=== uart_rx_fifo ===
**src/rtl/uart_rx_fifo.sv**
```systemverilog
// ---------------------------------------------------------------------------
// uart_rx_fifo
//   Receive-side FIFO between a UART receiver and a bus read port. The
//   receiver pushes one entry per received byte, with its framing-error flag
//   stored alongside. The bus side reads the head entry
//   first-word-fall-through and removes it with pop.
//
// Parameters
//   DEPTH   entry count, a power of two, >= 2
//   WIDTH   data bits per entry
//
// Ports
//   clk           in   single clock, rising edge
//   nReset        in   asynchronous active-low reset
//   push          in   write strobe (receiver done pulse)
//   push_data     in   received data, sampled with push
//   push_err      in   framing-error flag for push_data
//   pop           in   removes the head entry
//   pop_data      out  head entry data (0 when empty)
//   pop_err       out  head entry error flag (0 when empty)
//   empty         out  count == 0
//   full          out  count == DEPTH
//   count         out  number of stored entries
//   overflow      out  sticky: a push was dropped because the FIFO was full
//   clr_overflow  in   clears overflow (a same-cycle drop wins)
//   flush         in   discards all entries; overrides push/pop
//
// Optional build macro UART_RX_FIFO_WATERMARK_EN adds:
//   level         in   watermark threshold (0 disables irq)
//   irq           out  registered: high the cycle after count >= level
// ---------------------------------------------------------------------------
module uart_rx_fifo #(
    parameter int DEPTH = 16,
    parameter int WIDTH = 8
) (
    input  logic                       clk,
    input  logic                       nReset,
    input  logic                       push,
    input  logic [WIDTH-1:0]           push_data,
    input  logic                       push_err,
    input  logic                       pop,
    output logic [WIDTH-1:0]           pop_data,
    output logic                       pop_err,
    output logic                       empty,
    output logic                       full,
    output logic [$clog2(DEPTH):0]     count,
    output logic                       overflow,
    input  logic                       clr_overflow,
`ifdef UART_RX_FIFO_WATERMARK_EN
    input  logic [$clog2(DEPTH):0]     level,
    output logic                       irq,
`endif
    input  logic                       flush
);

    localparam int AW = $clog2(DEPTH);
    localparam int CW = AW + 1;

    // Each entry holds the error flag in the MSB above the data.
    logic [WIDTH:0]    mem [DEPTH];
    logic [AW-1:0]     wrPtr;
    logic [AW-1:0]     rdPtr;
    logic              pushAccept;
    logic              pushDrop;
    logic              popAccept;
    logic [CW-1:0]     countNext;

    assign empty = (count == '0);
    assign full  = (count == CW'(DEPTH));

    // A pop in the same cycle frees the slot, so a full FIFO still takes the
    // push. Pop on empty is ignored, which also makes push+pop on empty a
    // plain push.
    assign popAccept  = pop && !empty;
    assign pushAccept = push && (!full || pop);
    assign pushDrop   = push && full && !pop;

    // NOTE: every signal assigned in always_comb gets a default first so no
    // path leaves it unassigned and no latch is inferred.
    always_comb begin
        countNext = count;
        case ({pushAccept, popAccept})
            2'b10:   countNext = count + CW'(1);
            2'b01:   countNext = count - CW'(1);
            default: countNext = count;
        endcase
    end

    // NOTE: sequential state uses non-blocking assignments so every register
    // samples the pre-edge values regardless of statement order.
    always_ff @(posedge clk or negedge nReset) begin
        if (!nReset) begin
            wrPtr    <= '0;
            rdPtr    <= '0;
            count    <= '0;
            overflow <= 1'b0;
        end else if (flush) begin
            wrPtr    <= '0;
            rdPtr    <= '0;
            count    <= '0;
            overflow <= 1'b0;
        end else begin
            // Pointers are AW bits wide with DEPTH a power of two, so the
            // increment wraps DEPTH-1 -> 0 on its own.
            if (pushAccept) wrPtr <= wrPtr + AW'(1);
            if (popAccept)  rdPtr <= rdPtr + AW'(1);
            count <= countNext;
            if (pushDrop)
                overflow <= 1'b1;
            else if (clr_overflow)
                overflow <= 1'b0;
        end
    end

    // NOTE: the storage array is deliberately not reset; stale contents are
    // never visible because the read port is masked by empty.
    always_ff @(posedge clk) begin
        if (pushAccept && !flush)
            mem[wrPtr] <= {push_err, push_data};
    end

    assign pop_data = empty ? '0   : mem[rdPtr][WIDTH-1:0];
    assign pop_err  = empty ? 1'b0 : mem[rdPtr][WIDTH];

`ifdef UART_RX_FIFO_WATERMARK_EN
    always_ff @(posedge clk or negedge nReset) begin
        if (!nReset)
            irq <= 1'b0;
        else
            irq <= (level != '0) && (count >= level);
    end
`endif

endmodule

```
**config.mk**
```make
export PLATFORM = sky130hd
export DESIGN_NAME = uart_rx_fifo
export DESIGN_NICKNAME = d
export VERILOG_FILES = /design/src/rtl/uart_rx_fifo.sv
export SDC_FILE = /design/constraint.sdc
export NUM_CORES = 1
export LEC_CHECK = 0
export ABC_CLOCK_PERIOD_IN_PS = 4900
export CAP_MARGIN = 10
export CORE_ASPECT_RATIO = 1.2
export CORE_MARGIN = 2
export CORE_UTILIZATION = 60
export CTS_CLUSTER_SIZE = 10
export DETAILED_ROUTE_END_ITERATION = 6
export PLACE_DENSITY_LB_ADDON = 0.15
export SLEW_MARGIN = 10
export SYNTH_ARGS = -nofsm -noshare
export SYNTH_HDL_FRONTEND = slang
export SYNTH_SLANG_ARGS = --single-unit
```
**constraint.sdc**
```tcl
create_clock -name clk -period 4.9 [get_ports clk]
set_clock_uncertainty 0.1 [all_clocks]
set_input_delay 0.735 -clock clk [delete_from_list [all_inputs] [get_ports clk]]
set_output_delay 0.735 -clock clk [all_outputs]
set_load 0.05 [all_outputs]
```
==> run_results.csv <==
group,metric,value,unit
floorplanning,die_x,99.1,um
finish,largest_class,"registers",
power,irDropWorstVdd,0.496,mV
final_timing,holdWs,0.443,ns
route,via_count,3324,
finish,nMultiInputCombCells,165,
floorplanning,io_pins,32,
finish,nFillCells,661,
status,status,"finished, final reports clean",
setup_path,crit_fanout,11,
placement,dpl_cell_area,6950,um^2
logic_synthesis,synthDistinctLibCells,43,
route,ant_nets,0,
cts,clk-insertion-delay-late,0.42,ns
route,firstDrtPassIters,4,
floorplanning,nWellTaps,129,
final_timing,max_freq,244,MHz
power,powerDensity,554,nW/um^2
placement,dp_cells,498,
final_timing,maxSlewViolCount,0,
## final timing paths
kind / startpoint / to / slack, ns / cells past startpoint
hold / removal: overflow$_DFFE_PN0P_ / overflow$_DFFE_PN0P_ / 0.44 / 2
hold reg to reg: overflow$_DFFE_PN0P_ / overflow$_DFFE_PN0P_ / 0.44 / 2
setup reg to reg: count[2]$_DFFE_PN0P_ / count[4]$_DFFE_PN0P_ / 1.84 / 8
setup / recovery: count[2]$_DFFE_PN0P_ / pop_data[6] / 0.80 / 4
min in group asynchronous: nReset / wrPtr[0]$_DFFE_PN0P_ / 0.64 / 1
max in group asynchronous: nReset / rdPtr[0]$_DFFE_PN0P_ / 3.56 / 1
## critical path, delay by kind of cell, from the launching register on
kind,cells,cell delay [ns]
flip-flops,1,0.46
buffers and inverters,1,0.77
AND-OR/OR-AND,2,0.95
AND/OR/NAND/NOR,1,0.66
## Yosys cell counts (6+ instances only)
cell type | count | area (um^2)
dfrtp_1 | 14 | 350
inv_1 | 8 | 30.0
o22ai_1 | 9 | 56.3
nor2_1 | 31 | 116
edfxtp_1 | 144 | 4320
mux4_2 | 36 | 811
o21ai_0 | 6 | 30.0
buf_2 | 7 | 35.0
mux2i_1 | 22 | 220
ha_1 | 7 | 87.6
Fig. 1: uart_rx_fifo, sizing map
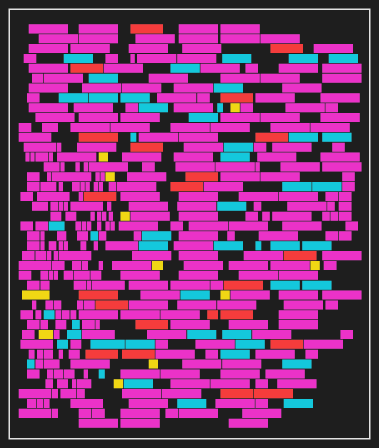
- cyan: _2 cells (cells 48; share 12%)
- magenta: _0 and _1 cells (cells 318; share 80%)
- yellow: _3 and _4 cells (cells 11; share 2.8%)
- red: _6 and larger (cells 22; share 5.5%)

Fig. 2: uart_rx_fifo, routing congestion map
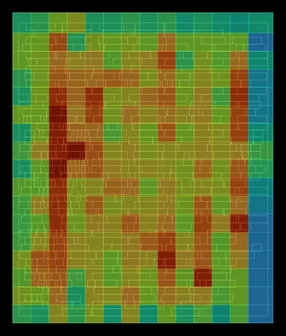
met3 usage: 0.0517
drt wl/cell: 23.6 um

Fig. 3: uart_rx_fifo, register map, names as in the netlist
Other sequential cells in the stronger grey, the rest of the logic in the fainter grey.
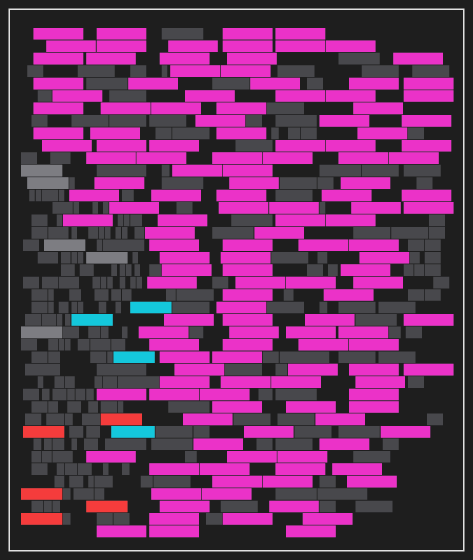
- red: count (flops 5; where south-west)
- magenta: mem (flops 144)
- cyan: rdPtr (flops 4; where west)


=== uart_rx ===
Fig. 4: uart_rx, placement by cell class
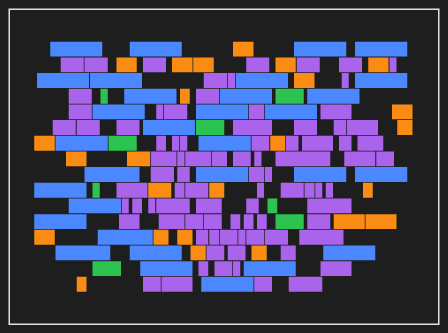
Fig. 5: uart_rx, routing congestion map
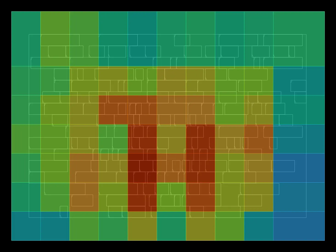
Fig. 6: uart_rx, register map, names as in the netlist
Other sequential cells in the stronger grey, the rest of the logic in the fainter grey.
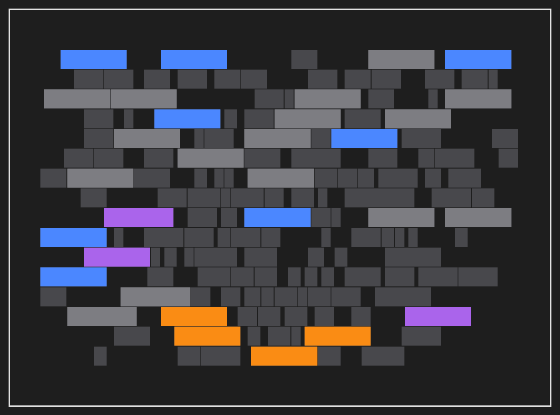
<file path="config.mk">
export PLATFORM = sky130hd
export DESIGN_NAME = uart_rx
export DESIGN_NICKNAME = d
export VERILOG_FILES = /design/src/rtl/uart_pkg.sv /design/src/rtl/uart_sync2.sv /design/src/rtl/uart_rx.sv
export SDC_FILE = /design/constraint.sdc
export NUM_CORES = 1
export LEC_CHECK = 0
export CORE_ASPECT_RATIO = 0.7
export CORE_MARGIN = 4
export CORE_UTILIZATION = 50
export DETAILED_ROUTE_END_ITERATION = 10
export GPL_TIMING_DRIVEN = 0
export PLACE_DENSITY = 0.77
export SYNTH_ARGS = -nofsm -noshare
export SYNTH_HDL_FRONTEND = slang
export SYNTH_SLANG_ARGS = --single-unit
export TNS_END_PERCENT = 5
</file>
<file path="constraint.sdc">
create_clock -name clk -period 1.7 [get_ports clk]
set_input_delay 0.34 -clock clk [delete_from_list [all_inputs] [get_ports clk]]
set_output_delay 0.34 -clock clk [all_outputs]
set_load 0.01 [all_outputs]
</file>
<file path="src/rtl/uart_pkg.sv">
// -----------------------------------------------------------------------------
// uart_pkg
// Shared types and defaults for the UART receive path.
//   uart_rx_state_t : receiver FSM states (PARITY is only entered when the
//                     receiver is built with UART_RX_PARITY_EN defined)
//   OVERSAMPLE_DEF  : default s_ticks per bit period
//   DBIT_DEF        : default data bits per frame
// -----------------------------------------------------------------------------
package uart_pkg;

  typedef enum logic [2:0] {
    IDLE,
    START,
    DATA,
    PARITY,
    STOP
  } uart_rx_state_t;

  localparam int OVERSAMPLE_DEF = 16;
  localparam int DBIT_DEF       = 8;

endpackage : uart_pkg

</file>
<file path="src/rtl/uart_sync2.sv">
// -----------------------------------------------------------------------------
// uart_sync2
// Generic two-flop synchroniser for asynchronous UART inputs.
// Ports:
//   clk     : destination clock
//   reset_n : asynchronous active-low reset; both flops load RST_VAL
//   d       : asynchronous input
//   q       : synchronised output (2 clk latency)
// Parameters:
//   RST_VAL : reset value of both flops (1 for an idle-high serial line)
// -----------------------------------------------------------------------------
module uart_sync2 #(
  parameter logic RST_VAL = 1'b1
) (
  input  logic clk,
  input  logic reset_n,
  input  logic d,
  output logic q
);

  logic meta_q;
  logic sync_q;

  always_ff @(posedge clk or negedge reset_n) begin
    if (!reset_n) begin
      meta_q <= RST_VAL;
      sync_q <= RST_VAL;
    end else begin
      meta_q <= d;
      sync_q <= meta_q;
    end
  end

  assign q = sync_q;

endmodule : uart_sync2

</file>
<file path="src/rtl/uart_rx.sv">
// -----------------------------------------------------------------------------
// uart_rx
// Oversampling UART receiver: start bit, DBIT data bits LSB first, optional
// parity bit, stop phase of SB_TICK s_ticks. Each frame ends with a one-clk
// rx_done_tick that writes the RX FIFO.
//
// Build option:
//   UART_RX_PARITY_EN : when defined, a parity bit follows the data bits and
//                       is checked against PARITY_ODD (0 = even, 1 = odd).
//                       When undefined, there is no parity phase, the
//                       PARITY_ODD parameter does not exist and parity_err
//                       is constant 0.
//
// Ports:
//   clk          : system clock
//   reset_n      : asynchronous active-low reset
//   s_tick       : oversample strobe, OVERSAMPLE per bit period, one clk wide
//   rx           : asynchronous serial line, idle high
//   rx_done_tick : one-clk pulse, frame complete; dout/errors valid
//   dout         : received data word (held until next rx_done_tick)
//   frame_err    : stop bit sampled low on the last frame
//   parity_err   : parity mismatch on the last frame
// -----------------------------------------------------------------------------
module uart_rx
  import uart_pkg::*;
#(
  parameter int DBIT       = DBIT_DEF,
  parameter int SB_TICK    = 16,
  parameter int OVERSAMPLE = OVERSAMPLE_DEF
`ifdef UART_RX_PARITY_EN
  ,
  parameter int PARITY_ODD = 0
`endif
) (
  input  logic            clk,
  input  logic            reset_n,
  input  logic            s_tick,
  input  logic            rx,
  output logic            rx_done_tick,
  output logic [DBIT-1:0] dout,
  output logic            frame_err,
  output logic            parity_err
);

  localparam int CNT_MAX = (OVERSAMPLE > SB_TICK) ? OVERSAMPLE : SB_TICK;
  localparam int CNT_W   = $clog2(CNT_MAX);

  localparam logic [CNT_W-1:0] MID_START = CNT_W'(OVERSAMPLE / 2 - 1);
  localparam logic [CNT_W-1:0] LAST_OS   = CNT_W'(OVERSAMPLE - 1);
  localparam logic [CNT_W-1:0] LAST_SB   = CNT_W'(SB_TICK - 1);
  localparam logic [2:0]       LAST_BIT  = 3'(DBIT - 1);

  // With a single stop bit the mid-stop sample and the end of the stop
  // phase fall on the same tick, so the live sample is used directly.
  localparam bit STOP_SAME_TICK = (SB_TICK == OVERSAMPLE);

  // ---------------------------------------------------------------------------
  // Line synchroniser (idle-high reset so no false start after reset)
  // ---------------------------------------------------------------------------
  logic rx_s;

  uart_sync2 #(
    .RST_VAL (1'b1)
  ) u_rx_sync (
    .clk     (clk),
    .reset_n (reset_n),
    .d       (rx),
    .q       (rx_s)
  );

  // ---------------------------------------------------------------------------
  // State
  // ---------------------------------------------------------------------------
  uart_rx_state_t   state_q, state_d;
  logic [CNT_W-1:0] s_cnt_q, s_cnt_d;
  logic [2:0]       n_cnt_q, n_cnt_d;
  logic [DBIT-1:0]  sh_q, sh_d;
  logic             stop_ok_q, stop_ok_d;
  logic             brk_wait_q, brk_wait_d;
  logic             rx_done_q, rx_done_d;
  logic [DBIT-1:0]  dout_q, dout_d;
  logic             frame_err_q, frame_err_d;
  logic             parity_err_q, parity_err_d;
`ifdef UART_RX_PARITY_EN
  logic             par_bit_q, par_bit_d;
`endif

  logic             stop_bit;

  always_comb begin
    state_d      = state_q;
    s_cnt_d      = s_cnt_q;
    n_cnt_d      = n_cnt_q;
    sh_d         = sh_q;
    stop_ok_d    = stop_ok_q;
    brk_wait_d   = brk_wait_q;
    rx_done_d    = 1'b0;
    dout_d       = dout_q;
    frame_err_d  = frame_err_q;
    parity_err_d = parity_err_q;
`ifdef UART_RX_PARITY_EN
    par_bit_d    = par_bit_q;
`endif
    stop_bit     = STOP_SAME_TICK ? rx_s : stop_ok_q;

    case (state_q)
      IDLE: begin
        // After a framing error, the line must return high before a new
        // start bit is accepted; a held break yields only one frame.
        if (brk_wait_q) begin
          if (rx_s) begin
            brk_wait_d = 1'b0;
          end
        end else if (!rx_s) begin
          state_d = START;
          s_cnt_d = '0;
        end
      end

      START: begin
        if (s_tick) begin
          if (s_cnt_q == MID_START) begin
            if (!rx_s) begin
              state_d = DATA;
              s_cnt_d = '0;
              n_cnt_d = '0;
            end else begin
              // Line went back high before mid start bit: glitch.
              state_d = IDLE;
            end
          end else begin
            s_cnt_d = s_cnt_q + CNT_W'(1);
          end
        end
      end

      DATA: begin
        if (s_tick) begin
          if (s_cnt_q == LAST_OS) begin
            // LSB arrives first, so shifting in at the MSB leaves the
            // word correctly aligned after DBIT bits.
            sh_d    = {rx_s, sh_q[DBIT-1:1]};
            s_cnt_d = '0;
            if (n_cnt_q == LAST_BIT) begin
`ifdef UART_RX_PARITY_EN
              state_d = PARITY;
`else
              state_d = STOP;
`endif
            end else begin
              n_cnt_d = n_cnt_q + 3'd1;
            end
          end else begin
            s_cnt_d = s_cnt_q + CNT_W'(1);
          end
        end
      end

`ifdef UART_RX_PARITY_EN
      PARITY: begin
        if (s_tick) begin
          if (s_cnt_q == LAST_OS) begin
            par_bit_d = rx_s;
            state_d   = STOP;
            s_cnt_d   = '0;
          end else begin
            s_cnt_d = s_cnt_q + CNT_W'(1);
          end
        end
      end
`endif

      STOP: begin
        if (s_tick) begin
          if (s_cnt_q == LAST_OS) begin
            stop_ok_d = rx_s;
          end
          if (s_cnt_q == LAST_SB) begin
            rx_done_d   = 1'b1;
            dout_d      = sh_q;
            frame_err_d = ~stop_bit;
            if (!stop_bit) begin
              brk_wait_d = 1'b1;
            end
`ifdef UART_RX_PARITY_EN
            parity_err_d = (^sh_q) ^ par_bit_q ^ 1'(PARITY_ODD);
`else
            parity_err_d = 1'b0;
`endif
            state_d = IDLE;
            s_cnt_d = '0;
          end else begin
            s_cnt_d = s_cnt_q + CNT_W'(1);
          end
        end
      end

      default: begin
        state_d = IDLE;
      end
    endcase
  end

  always_ff @(posedge clk or negedge reset_n) begin
    if (!reset_n) begin
      state_q      <= IDLE;
      s_cnt_q      <= '0;
      n_cnt_q      <= '0;
      sh_q         <= '0;
      stop_ok_q    <= 1'b0;
      brk_wait_q   <= 1'b0;
      rx_done_q    <= 1'b0;
      dout_q       <= '0;
      frame_err_q  <= 1'b0;
      parity_err_q <= 1'b0;
`ifdef UART_RX_PARITY_EN
      par_bit_q    <= 1'b0;
`endif
    end else begin
      state_q      <= state_d;
      s_cnt_q      <= s_cnt_d;
      n_cnt_q      <= n_cnt_d;
      sh_q         <= sh_d;
      stop_ok_q    <= stop_ok_d;
      brk_wait_q   <= brk_wait_d;
      rx_done_q    <= rx_done_d;
      dout_q       <= dout_d;
      frame_err_q  <= frame_err_d;
      parity_err_q <= parity_err_d;
`ifdef UART_RX_PARITY_EN
      par_bit_q    <= par_bit_d;
`endif
    end
  end

  assign rx_done_tick = rx_done_q;
  assign dout         = dout_q;
  assign frame_err    = frame_err_q;
  assign parity_err   = parity_err_q;

endmodule : uart_rx
</file>
==> run_results.csv <==
group,metric,value,unit
status,status,"finished with violations",
status,failed_checks,"setup timing",
power,powerDensity,1420,nW/um^2
cts,cts-htree-levels,2,
cts,path_clk_slew,0.07,ns
route,vias_per_cell,5.79,
finish,nMultiInputCombCells,81,
final_timing,max_freq,579,MHz
global_route,grt_pass1_wl,5.26,mm
final_timing,setup_viol,2,
setup_path,cp.depth,5,
logic_synthesis,ys_area,1540,um^2
logic_synthesis,yosysSeqAreaShare,0.506,
finish,final_net_count,156,
route,drc,0,
finish,logic_area,782,um^2
placement,dp_hpwl,2.11,mm
power,irDropWorstVdd,0.799,mV
logic_synthesis,yosysCellCount,125,
setup_path,crit_family,"simple AND/OR/NAND/NOR gates",
setup_path,slowest_delay,0.41,ns
route,drt_iter0_drc,79,
finish,nFillCells,224,
run,cap_violations,0,
logic_synthesis,synthArstFlopShare,1.00,
setup_path,critical_path.cell_chain,"ha_2, and3_4, or3b_4, nand4_4, mux2_4",
floorplanning,die_x,74.3,um
route,routed_wl,3.13,mm
final_timing,worst_slack,-0.0259,ns
finish,layout.cells.non_filler,186,
## Picture notes: Fig. 4
- purple: combinational and other logic (cells 86; share of their area 42%)
- green: clock drivers and dummy loads (cells 8; share of their area 4.3%)
- blue: sequential cells (cells 31; share of their area 41%)
- orange: remaining buffers and delay cells (cells 25; share of their area 12%)

## Picture notes: Fig. 5
Finished Core Util: 0.677
grt peak-use layer: met1
met3 usage: 0.0459
global-route met1 utilization: 0.269

## Picture notes: Fig. 6
- blue: dout (flops 8)
- orange: s_cnt_q (flops 4; where south)
- purple: state_q (flops 3)
- not coloured: 16

[kinds of logic (layout without fill, tap and decap cells)]
logic type | count (synthesis) | in the layout | share of synthesized area
flops | 31 | 31 | 0.506
simple gates | 30 | 30 | 0.124
compound gates | 23 | 23 | 0.119
mux | 21 | 21 | 0.153
buf+inv | 13 | 38 | 0.0537
fa+ha+maj | 3 | 3 | 0.0244
xor+xnor | 3 | 3 | 0.0171
other cells | 1 | 1 | 0.00244
[report_power, final]
group          switching, uW  leakage [uW]  internal [uW]  total [uW]
Sequential              77.2      0.000416            826         903
Clock                    255     0.0000422            286         541
Combinational            646      0.000484            661        1310
[synthesized netlist by cell type, types with 2 or more instances]
cell type,instances
and4bb_2,2
dfrtp_1,29
a22o_1,4
nor3_1,2
buf_2,3
ha_1,3
nand2_1,4
nand4_2,2
nor2_1,8
mux2_2,18
and3_1,2
buf_6,2
inv_1,5
nor2b_1,2
xor2_1,3
mux2_1,2
dfstp_2,2
a2bb2oi_1,2
a21oi_1,2
o21ai_0,4
[per-layer routing]
metal	part of all wire	vias up	GRT usage
met5	0	-	0
met4	0.019	0	0.0769
met3	0.049	10	0.0459
met2	0.46	26	0.253
met1	0.47	544	0.269
li1	-	497	-

=== bsg_dmc_refresh_sched_flat ===
Fig. 7: bsg_dmc_refresh_sched_flat, placement by cell class
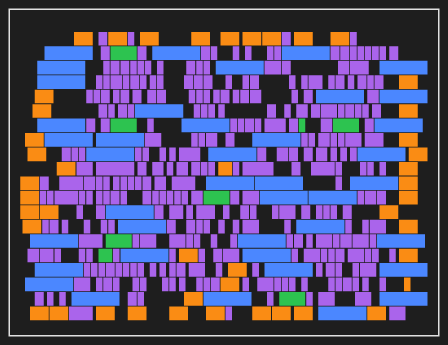
Fig. 8: bsg_dmc_refresh_sched_flat, placement density heat map
8 x 6 tiles, from black (low) to pale yellow (high), 0 to 100% covered.
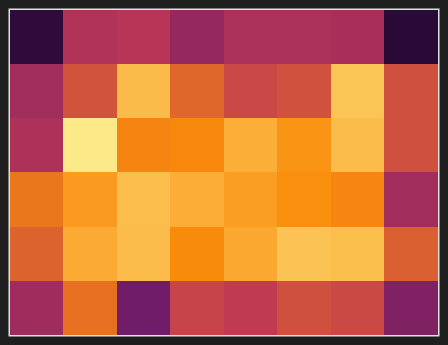
Fig. 9: bsg_dmc_refresh_sched_flat, sizing map
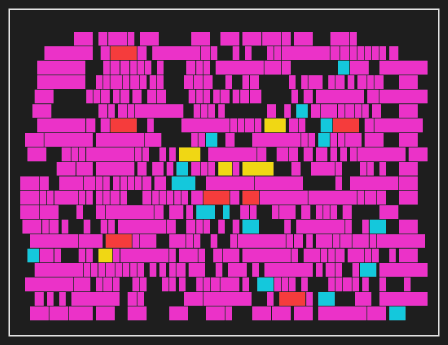
## src/rtl/bsg_dmc_refresh_sched_pkg.sv

```systemverilog
// Shared types and constants for the DMC refresh scheduler slice.
package bsg_dmc_refresh_sched_pkg;

   // Init/refresh sequencer states: load init length, count it down, then run.
   typedef enum logic [1:0] {
      S_LOAD = 2'd0,
      S_INIT = 2'd1,
      S_RUN  = 2'd2
   } bsg_dmc_ref_state_e;

   // Maximum number of auto-refreshes that may be postponed (JEDEC limit).
   localparam int bsg_dmc_max_ref_postpone_gp = 8;

   // Width needed to hold a debt count in the range 0..max_pending.
   function automatic int ref_pending_width_f(input int max_pending);
      return $clog2(max_pending + 1);
   endfunction

endpackage

```

## src/rtl/bsg_dmc_refresh_sched_if.sv

```systemverilog
// Refresh request channel between the refresh scheduler (master) and the
// DMC command scheduler (slave): valid/ready handshake plus debt status.
interface bsg_dmc_refresh_sched_if
   #(parameter int max_pending_p = 8);

   import bsg_dmc_refresh_sched_pkg::*;

   localparam int pending_width_lp = ref_pending_width_f(max_pending_p);

   logic                        ref_v;
   logic                        ref_ready;
   logic [pending_width_lp-1:0] ref_pending;
   logic                        ref_urgent;
   logic                        ref_overflow;

   modport master (
      output ref_v,
      output ref_pending,
      output ref_urgent,
      output ref_overflow,
      input  ref_ready
   );

   modport slave (
      input  ref_v,
      input  ref_pending,
      input  ref_urgent,
      input  ref_overflow,
      output ref_ready
   );

endinterface

```

## src/rtl/bsg_dmc_ref_debt_counter.sv

```systemverilog
// Saturating up/down counter of outstanding refresh debt with a sticky flag
// that records a refresh tick lost because the debt was already saturated.
module bsg_dmc_ref_debt_counter
   import bsg_dmc_refresh_sched_pkg::*;
   #(parameter int max_pending_p = 8,
     parameter int width_p       = ref_pending_width_f(max_pending_p))
   (input  logic               clk_i,
    input  logic               rst_n_i,
    input  logic               clear_i,
    input  logic               inc_i,
    input  logic               dec_i,
    output logic [width_p-1:0] count_o,
    output logic               overflow_o);

   localparam logic [width_p-1:0] max_lp = width_p'(max_pending_p);
   localparam logic [width_p-1:0] one_lp = width_p'(1);

   logic [width_p-1:0] count_q, count_d;
   logic               overflow_q, overflow_d;

   // Next debt: simultaneous inc/dec cancel; a saturated inc only flags overflow.
   always_comb begin
      count_d    = count_q;
      overflow_d = overflow_q;
      if (clear_i) begin
         count_d    = '0;
         overflow_d = 1'b0;
      end else if (inc_i && !dec_i) begin
         if (count_q == max_lp) begin
            overflow_d = 1'b1;
         end else begin
            count_d = count_q + one_lp;
         end
      end else if (dec_i && !inc_i && (count_q != '0)) begin
         count_d = count_q - one_lp;
      end
   end

   // Debt and overflow state registers.
   always_ff @(posedge clk_i or negedge rst_n_i) begin
      if (!rst_n_i) begin
         count_q    <= '0;
         overflow_q <= 1'b0;
      end else begin
         count_q    <= count_d;
         overflow_q <= overflow_d;
      end
   end

   assign count_o    = count_q;
   assign overflow_o = overflow_q;

endmodule

```

## src/rtl/bsg_dmc_refresh_sched.sv

```systemverilog
// Power-up init wait and postponable auto-refresh request generator for the
// DMC, running in the dfi_clk_1x domain. Refresh ticks accumulate as debt that
// the command scheduler drains through a valid/ready handshake.
module bsg_dmc_refresh_sched
   import bsg_dmc_refresh_sched_pkg::*;
   #(parameter int trefi_width_p = 16,
     parameter int init_width_p  = 16,
     parameter int max_pending_p = bsg_dmc_max_ref_postpone_gp)
   (input  logic                     dfi_clk_1x_i,
    input  logic                     dfi_rst_n_i,
    input  logic                     sys_reset_i,
    input  logic [init_width_p-1:0]  init_cycles_i,
    input  logic [trefi_width_p-1:0] trefi_i,
    input  logic                     stall_i,
    output logic                     init_done_o,
    bsg_dmc_refresh_sched_if.master  ref_if);

   localparam int pending_width_lp = ref_pending_width_f(max_pending_p);
   localparam logic [pending_width_lp-1:0] urgent_thresh_lp =
      pending_width_lp'(max_pending_p - 1);
   localparam logic [trefi_width_p-1:0] ivl_one_lp = trefi_width_p'(1);
   localparam logic [init_width_p-1:0]  init_one_lp = init_width_p'(1);

   bsg_dmc_ref_state_e state_q, state_d;
   logic [init_width_p-1:0]  init_cnt_q, init_cnt_d;
   logic [trefi_width_p-1:0] ivl_cnt_q, ivl_cnt_d;
   logic                     init_done_q, init_done_d;

   logic                        in_run;
   logic                        tick;
   logic                        ref_v;
   logic                        xfer;
   logic [pending_width_lp-1:0] pending;
   logic                        overflow;

   assign in_run = (state_q == S_RUN);
   // A tick fires on the last cycle of each interval; a zero counter never ticks.
   assign tick   = in_run && (ivl_cnt_q == ivl_one_lp);
   // Valid depends only on registered state and stall, never on ready.
   assign ref_v  = in_run && (pending != '0) && !stall_i;
   assign xfer   = ref_v && ref_if.ref_ready;

   // Sequencer next state and init countdown; soft reset parks us in S_LOAD.
   always_comb begin
      state_d    = state_q;
      init_cnt_d = init_cnt_q;
      if (sys_reset_i) begin
         state_d    = S_LOAD;
         init_cnt_d = '0;
      end else begin
         case (state_q)
            S_LOAD: begin
               init_cnt_d = init_cycles_i;
               state_d    = S_INIT;
            end
            S_INIT: begin
               if (init_cnt_q == '0) begin
                  state_d = S_RUN;
               end else begin
                  init_cnt_d = init_cnt_q - init_one_lp;
               end
            end
            S_RUN: begin
               state_d = S_RUN;
            end
            default: begin
               state_d = S_LOAD;
            end
         endcase
      end
      init_done_d = (state_d == S_RUN);
   end

   // Interval counter: reload on run entry, on each tick, and while parked at
   // zero so a newly written nonzero trefi takes effect on the next cycle.
   always_comb begin
      ivl_cnt_d = '0;
      if (!sys_reset_i && (state_d == S_RUN)) begin
         if (!in_run || tick || (ivl_cnt_q == '0)) begin
            ivl_cnt_d = trefi_i;
         end else begin
            ivl_cnt_d = ivl_cnt_q - ivl_one_lp;
         end
      end
   end

   // Sequencer, init counter, interval counter and init_done registers.
   always_ff @(posedge dfi_clk_1x_i or negedge dfi_rst_n_i) begin
      if (!dfi_rst_n_i) begin
         state_q     <= S_LOAD;
         init_cnt_q  <= '0;
         ivl_cnt_q   <= '0;
         init_done_q <= 1'b0;
      end else begin
         state_q     <= state_d;
         init_cnt_q  <= init_cnt_d;
         ivl_cnt_q   <= ivl_cnt_d;
         init_done_q <= init_done_d;
      end
   end

   bsg_dmc_ref_debt_counter #(
      .max_pending_p (max_pending_p),
      .width_p       (pending_width_lp)
   ) debt_cnt (
      .clk_i      (dfi_clk_1x_i),
      .rst_n_i    (dfi_rst_n_i),
      .clear_i    (sys_reset_i),
      .inc_i      (tick),
      .dec_i      (xfer),
      .count_o    (pending),
      .overflow_o (overflow)
   );

   assign init_done_o         = init_done_q;
   assign ref_if.ref_v        = ref_v;
   assign ref_if.ref_pending  = pending;
   assign ref_if.ref_urgent   = (pending >= urgent_thresh_lp);
   assign ref_if.ref_overflow = overflow;

endmodule

```

## src/flat_wrapper.sv

```systemverilog
// flat-port wrapper written by rule: the top's interface ports become plain ports
module bsg_dmc_refresh_sched_flat import bsg_dmc_refresh_sched_pkg::*;
#(parameter int trefi_width_p = 16,
     parameter int init_width_p  = 16,
     parameter int max_pending_p = bsg_dmc_max_ref_postpone_gp)
  (dfi_clk_1x_i, dfi_rst_n_i, sys_reset_i, init_cycles_i, trefi_i, stall_i, init_done_o, ref_if_ref_v, ref_if_ref_pending, ref_if_ref_urgent, ref_if_ref_overflow, ref_if_ref_ready);
  bsg_dmc_refresh_sched_if #(.max_pending_p(max_pending_p)) ref_if_i ();
  input  logic dfi_clk_1x_i;
  input  logic dfi_rst_n_i;
  input  logic sys_reset_i;
  input  logic [init_width_p-1:0] init_cycles_i;
  input  logic [trefi_width_p-1:0] trefi_i;
  input  logic stall_i;
  output logic init_done_o;
  output wire logic [$bits(ref_if_i.ref_v)-1:0] ref_if_ref_v;
  output wire logic [$bits(ref_if_i.ref_pending)-1:0] ref_if_ref_pending;
  output wire logic [$bits(ref_if_i.ref_urgent)-1:0] ref_if_ref_urgent;
  output wire logic [$bits(ref_if_i.ref_overflow)-1:0] ref_if_ref_overflow;
  input wire logic [$bits(ref_if_i.ref_ready)-1:0] ref_if_ref_ready;
  assign ref_if_ref_v = ref_if_i.ref_v;
  assign ref_if_ref_pending = ref_if_i.ref_pending;
  assign ref_if_ref_urgent = ref_if_i.ref_urgent;
  assign ref_if_ref_overflow = ref_if_i.ref_overflow;
  assign ref_if_i.ref_ready = ref_if_ref_ready;
  bsg_dmc_refresh_sched #(.trefi_width_p(trefi_width_p), .init_width_p(init_width_p), .max_pending_p(max_pending_p)) u_core (.dfi_clk_1x_i(dfi_clk_1x_i), .dfi_rst_n_i(dfi_rst_n_i), .sys_reset_i(sys_reset_i), .init_cycles_i(init_cycles_i), .trefi_i(trefi_i), .stall_i(stall_i), .init_done_o(init_done_o), .ref_if(ref_if_i));
endmodule
```

## config.mk

```make
export PLATFORM = sky130hd
export DESIGN_NAME = bsg_dmc_refresh_sched_flat
export DESIGN_NICKNAME = d
export VERILOG_FILES = /design/src/rtl/bsg_dmc_refresh_sched_pkg.sv /design/src/rtl/bsg_dmc_refresh_sched_if.sv /design/src/rtl/bsg_dmc_ref_debt_counter.sv /design/src/rtl/bsg_dmc_refresh_sched.sv /design/src/flat_wrapper.sv
export SDC_FILE = /design/constraint.sdc
export NUM_CORES = 1
export LEC_CHECK = 0
export ABC_AREA = 1
export CAP_MARGIN = 30
export CORE_ASPECT_RATIO = 0.75
export CORE_MARGIN = 1.5
export CORE_UTILIZATION = 57
export DETAILED_ROUTE_END_ITERATION = 10
export PLACE_DENSITY = 0.83
export RECOVER_POWER = 25
export SYNTH_ARGS = -nofsm -noshare
export SYNTH_HDL_FRONTEND = slang
export SYNTH_SLANG_ARGS = --single-unit
export TNS_END_PERCENT = 1
```

## constraint.sdc

```tcl
create_clock -name dfi_clk_1x_i -period 5.8 [get_ports dfi_clk_1x_i]
set_input_delay 1.16 -clock dfi_clk_1x_i [delete_from_list [all_inputs] [get_ports dfi_clk_1x_i]]
set_output_delay 1.16 -clock dfi_clk_1x_i [all_outputs]
set_load 0.01 [all_outputs]
```

==> run_results.csv <==
group,metric,value,unit
status,status,"finished with violations",
status,failed_checks,"capacitance limit, slew limit",
logic_synthesis,synthCells,354,
finish,layout.cells.non_filler,456,
global_route,grt.total_usage,0.273,
run,cap_violations,1,
power,powerClk,200,uW
logic_synthesis,ys.flops,40,
logic_synthesis,yosysSeqAreaShare,0.389,
cts,cts-htree-levels,2,
cts,clk-insertion-delay-late,0.31,ns
route,routed_wl,6.16,mm
final_timing,maxSlewViolCount,41,
logic_synthesis,synthesis.area,2570,um^2
hold_path,hp-start,"u_core.state_q[0]$_DFF_PN0_",
cts,path_clk_slew,0.08,ns
setup_path,critical_path.cell_chain,"clkdlybuf4s50_1, nor2_1, nand2_1, inv_1, clkdlybuf4s50_1",
setup_path,reg2reg_slack,3.44,ns
power,powerDensity,228,nW/um^2
logic_synthesis,top_cell_area_share,0.389,
route,route.met3.wl,500,um
About Fig. 7:
- blue: sequential cells (cells 40; share of their area 33%)
- purple: combinational and other logic (cells 308; share of their area 50%)
- orange: remaining buffers and delay cells (cells 45; share of their area 14%)
- green: clock drivers and dummy loads (cells 8; share of their area 3.1%)

About Fig. 8:
- mean over tiles: 62%
- tiles over 75% full: 33%
- fullest tile: 95%

About Fig. 9:
- yellow: _3 and _4 cells (cells 5; share 1.2%)
- cyan: _2 cells (cells 16; share 4.0%)
- magenta: _0 and _1 cells (cells 373; share 93%)
- red: _6 and larger (cells 7; share 1.7%)

final cells by class:
class                           count  area, um^2  share of cell area
Timing Repair Buffer               45         442               0.141
Tap cell                           55        68.8              0.0219
Clock inverter                      1        7.51             0.00239
Clock buffer                        7        86.3              0.0275
Multi-Input combinational cell    268        1380               0.439
Inverter                           40         155              0.0494
Sequential cell                    40        1000               0.319
metrics by stage:
step / setup slack [ns] / instance area (um^2) / hold WS, ns / utilization / power, uW
5_1_grt: 2.25 / 3140 / 0.529 / 0.751 / 758
3_5_place_dp: 2.29 / 3050 / 0.509 / 0.729 / 518
3_3_place_gp: 2.29 / 3050 / 0.508 / 0.729 / 511
4_1_cts: 2.29 / 3140 / 0.518 / 0.751 / 716
6_report: 2.29 / 3140 / 0.512 / 0.751 / 716
2_1_floorplan: 3.23 / 2570 / 0.475 / - / 445
kinds of logic after synthesis:
logic type | share of synthesized area
AOI/OAI and AO/OA | 0.149
DFF | 0.389
buffers and inverters | 0.0749
muxes | 0.00779
xor gates and xnor gates | 0.0545
adders and majority gates | 0.0321
and+or+nand+nor | 0.292
critical path, delay by kind of cell:
kind	cells	cell delay, ns
buffers and inverters	3	0.97
AND/OR/NAND/NOR	2	0.22

=== ifu32_fetch ===
==> src/rtl/fetch_pkg.sv <==
// rtl/fetch_pkg.sv - shared fetch/decode encodings: FSM states, reset PC, field slices, opcodes
package fetch_pkg;

  localparam logic [1:0] S_REQ  = 2'd0;
  localparam logic [1:0] S_WAIT = 2'd1;
  localparam logic [1:0] S_FULL = 2'd2;
  localparam logic [1:0] S_DROP = 2'd3;

  localparam logic [31:0] RESET_PC_DEFAULT = 32'h8000_0000;

  localparam int OPC_HI = 6;
  localparam int OPC_LO = 0;
  localparam int F3_HI  = 14;
  localparam int F3_LO  = 12;
  localparam int F7_HI  = 31;
  localparam int F7_LO  = 25;

  // RV32IM major opcodes, shared with the decoder
  localparam logic [6:0] OPC_LOAD     = 7'h03;
  localparam logic [6:0] OPC_MISC_MEM = 7'h0F;
  localparam logic [6:0] OPC_OP_IMM   = 7'h13;
  localparam logic [6:0] OPC_AUIPC    = 7'h17;
  localparam logic [6:0] OPC_STORE    = 7'h23;
  localparam logic [6:0] OPC_OP       = 7'h33;
  localparam logic [6:0] OPC_LUI      = 7'h37;
  localparam logic [6:0] OPC_BRANCH   = 7'h63;
  localparam logic [6:0] OPC_JALR     = 7'h67;
  localparam logic [6:0] OPC_JAL      = 7'h6F;
  localparam logic [6:0] OPC_SYSTEM   = 7'h73;

  typedef struct packed {
    logic [31:0] pc;
    logic [31:0] inst;
    logic        fault;
  } fetch_buf_t;

endpackage

==> src/rtl/ifu32_fetch.sv <==
// rtl/ifu32_fetch.sv - single-outstanding instruction fetch stage with output buffer and redirect
module ifu32_fetch
  import fetch_pkg::*;
#(
  parameter logic [31:0] RESET_PC = RESET_PC_DEFAULT,
  parameter logic [31:0] PC_STEP  = 32'd4
) (
  input  logic        clk,
  input  logic        rst_n,
  input  logic        redirect_valid,
  input  logic [31:0] redirect_pc,
  output logic        imem_req_valid,
  input  logic        imem_req_ready,
  output logic [31:0] imem_req_addr,
  input  logic        imem_rsp_valid,
  input  logic [31:0] imem_rsp_data,
  input  logic        imem_rsp_err,
  output logic        out_valid,
  input  logic        out_ready,
  output logic [31:0] out_pc,
  output logic [31:0] out_inst,
  output logic [6:0]  out_opcode,
  output logic [3:0]  out_funct3,
  output logic [7:0]  out_funct7,
  output logic        out_fault
);

  logic [1:0]  state_q, state_d;
  logic [31:0] pc_q, pc_d;
  fetch_buf_t  buf_q, buf_d;
  logic        pc_aligned;

  assign pc_aligned     = (pc_q[1:0] == 2'b00);
  assign imem_req_valid = (state_q == S_REQ) && !redirect_valid && pc_aligned;
  assign imem_req_addr  = pc_q;

  assign out_valid  = (state_q == S_FULL);
  assign out_pc     = buf_q.pc;
  assign out_inst   = buf_q.inst;
  assign out_fault  = buf_q.fault;
  assign out_opcode = buf_q.inst[OPC_HI:OPC_LO];
  assign out_funct3 = {1'b0, buf_q.inst[F3_HI:F3_LO]};
  assign out_funct7 = {1'b0, buf_q.inst[F7_HI:F7_LO]};

  always_comb begin
    state_d = state_q;
    pc_d    = pc_q;
    buf_d   = buf_q;
    if (redirect_valid) begin
      pc_d = redirect_pc;
      // An in-flight response is still owed; park in S_DROP until it arrives.
      case (state_q)
        S_WAIT:  state_d = imem_rsp_valid ? S_REQ : S_DROP;
        S_DROP:  state_d = imem_rsp_valid ? S_REQ : S_DROP;
        default: state_d = S_REQ;
      endcase
    end else begin
      case (state_q)
        S_REQ: begin
          if (!pc_aligned) begin
            buf_d   = '{pc: pc_q, inst: 32'h0, fault: 1'b1};
            state_d = S_FULL;
          end else if (imem_req_ready) begin
            state_d = S_WAIT;
          end
        end
        S_WAIT: begin
          if (imem_rsp_valid) begin
            buf_d   = '{pc: pc_q, inst: imem_rsp_data, fault: imem_rsp_err};
            state_d = S_FULL;
          end
        end
        S_FULL: begin
          if (out_ready) begin
            pc_d    = pc_q + PC_STEP;
            state_d = S_REQ;
          end
        end
        S_DROP: begin
          if (imem_rsp_valid) state_d = S_REQ;
        end
        default: state_d = S_REQ;
      endcase
    end
  end

  always_ff @(posedge clk or negedge rst_n) begin
    if (!rst_n) begin
      state_q <= S_REQ;
      pc_q    <= RESET_PC;
      buf_q   <= '0;
    end else begin
      state_q <= state_d;
      pc_q    <= pc_d;
      buf_q   <= buf_d;
    end
  end

endmodule

==> config.mk <==
export PLATFORM = sky130hd
export DESIGN_NAME = ifu32_fetch
export DESIGN_NICKNAME = d
export VERILOG_FILES = /design/src/rtl/fetch_pkg.sv /design/src/rtl/ifu32_fetch.sv
export SDC_FILE = /design/constraint.sdc
export NUM_CORES = 1
export LEC_CHECK = 0
export ABC_AREA = 1
export CORE_AREA = 5 5 113 115
export DETAILED_ROUTE_END_ITERATION = 10
export DIE_AREA = 0 0 118 120
export PLACE_DENSITY = 0.82
export SLEW_MARGIN = 20
export SYNTH_ARGS = -nofsm -noshare
export SYNTH_HDL_FRONTEND = slang
export SYNTH_SLANG_ARGS = --single-unit
==> constraint.sdc <==
create_clock -name clk -period 2 [get_ports clk]
set_input_delay 0.4 -clock clk [delete_from_list [all_inputs] [get_ports clk]]
set_output_delay 0.4 -clock clk [all_outputs]
set_load 0.005 [all_outputs]
Fig. 10: ifu32_fetch, placement by cell class
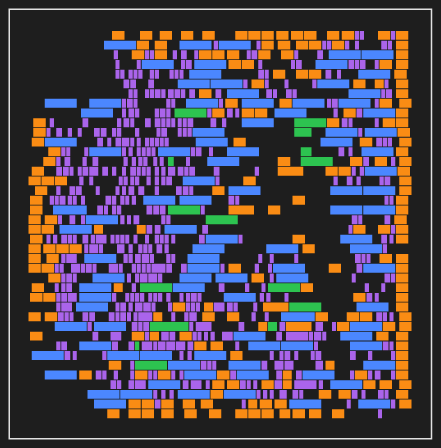
- orange: remaining buffers and delay cells (cells 201; share of their area 29%)
- blue: sequential cells (cells 99; share of their area 35%)
- green: clock drivers and dummy loads (cells 15; share of their area 4.2%)
- purple: combinational and other logic (cells 506; share of their area 32%)

Fig. 11: ifu32_fetch, register map, names as in the netlist
Other sequential cells in the stronger grey, the rest of the logic in the fainter grey.
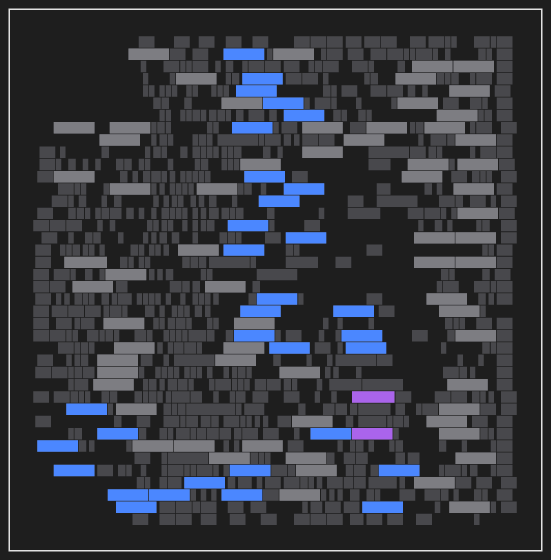
- blue: out_pc (flops 32)
- purple: state_q (flops 2)
- not coloured: 65

==> run_results.csv <==
group,metric,value,unit
status,status,"finished, final reports clean",
placement,dpl_cell_area,6910,um^2
finish,diodes,0,
cts,holdBufCountCts,0,
setup_path,worstSetupPathType,"flip-flop to primary output",
logic_synthesis,yosys-top-cells-area,"dfrtp_1, nand2_1, o21ai_0",
final_timing,rsz0062_at_grt,"false",
cts,cts_sinks,99,
power,powerDensity,1190,nW/um^2
cts,path_clk_slew,0.06,ns
setup_path,critical_path.cell_chain,"inv_2, nor2_2, clkdlybuf4s50_1",
cts,cts_root_buffer,"clkbuf_16",
finish,n_all_buffers,201,
finish,areaGrowthSynthToFinish,45.8,%
finish,drive_gt1_frac,0.0609,
final_timing,finalHoldViolations,0,
finish,layout.cells.non_filler,968,
finish,largest_class,"registers",
finish,fin_util,0.616,
logic_synthesis,synth-warning-count,0,
setup_path,crit_end,"out_valid",
floorplanning,die_x,118,um
finish,clockBufferCount,11,
floorplanning,dieArea,14200,um^2
setup_path,rr_endpoint,"imem_req_addr[24]$_DFFE_PN0P_",
route,ant_nets,0,
cts,cts_resized,5,
route,wl_per_cell,15.2,um
power,irDropWorstVdd,0.619,mV
global_route,grt_pass1_vias,4612,
-- layout by cell type, fill, tap and decap left out, types with 4 or more instances in the layout --
master / instances
xor2_1: 7
buf_4: 12
dfrtp_1: 97
inv_1: 50
inv_2: 4
nor2_2: 7
a21oi_1: 8
nand3_1: 43
clkdlybuf4s50_1: 184
buf_12: 4
o21ai_1: 6
clkbuf_16: 9
o21ai_0: 72
nor2_1: 51
nor3_1: 5
o211ai_1: 4
nand2_1: 226
-- per-stage QoR --
step | hold slack (ns) | setup WS [ns]
after floorplan | 0.104 | 0.545
after global placement | 0.383 | -0.0691
after detailed placement | 0.393 | -0.0832
after CTS | 0.0289 | 0.123
after global routing | 0.0471 | 0.0490
final | 0.0202 | 0.137
-- power breakdown --
group / switching, uW / internal, uW
Sequential: 525 / 2690
Clock: 737 / 998
Combinational: 1600 / 2010
Total: 2860 / 5700
-- cells by family (layout without fill, tap and decap cells) --
kind of cell | count (synthesis) | in the layout | synth area share
other cells | 1 | 2 | 0.000758
flops | 99 | 99 | 0.501
xor+xnor | 7 | 7 | 0.0124
simple gates | 345 | 345 | 0.287
buf+inv | 97 | 270 | 0.0925
fa+ha+maj | 1 | 1 | 0.00253
compound gates | 97 | 97 | 0.104


==> notes/layouts.md <==
Pictures saved along the way, in no particular order.

Placement density heat map.
(a)
7 x 5 tiles, from black (low) to pale yellow (high), 0 to 100% covered.
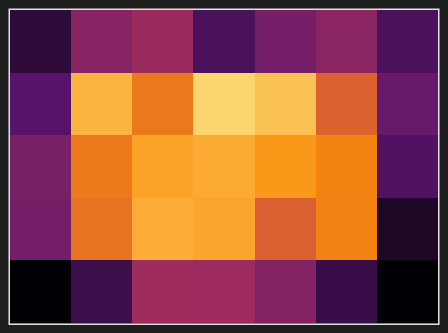
(b)
12 x 12 tiles, from black (low) to pale yellow (high), 0 to 100% covered.
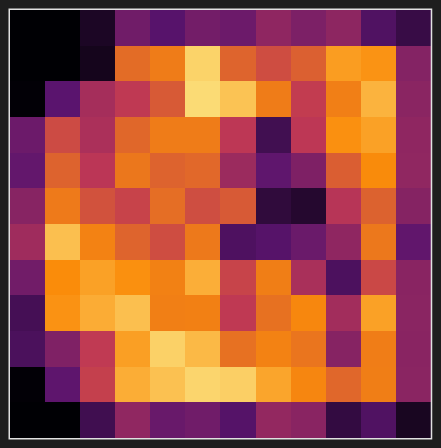
(c)
10 x 12 tiles, from black (low) to pale yellow (high), 0 to 100% covered.
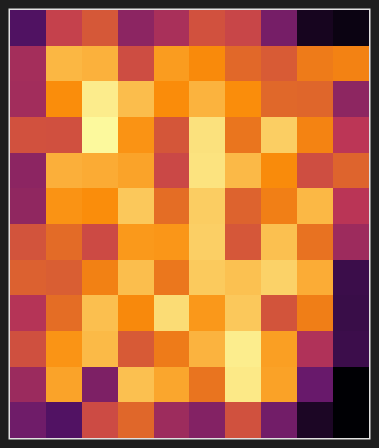
| from | picture |
|---|---|
| uart_rx | (a) |
| ifu32_fetch | (b) |
| uart_rx_fifo | (c) |

No activity file was given, so power comes from the tool's default toggle rates.
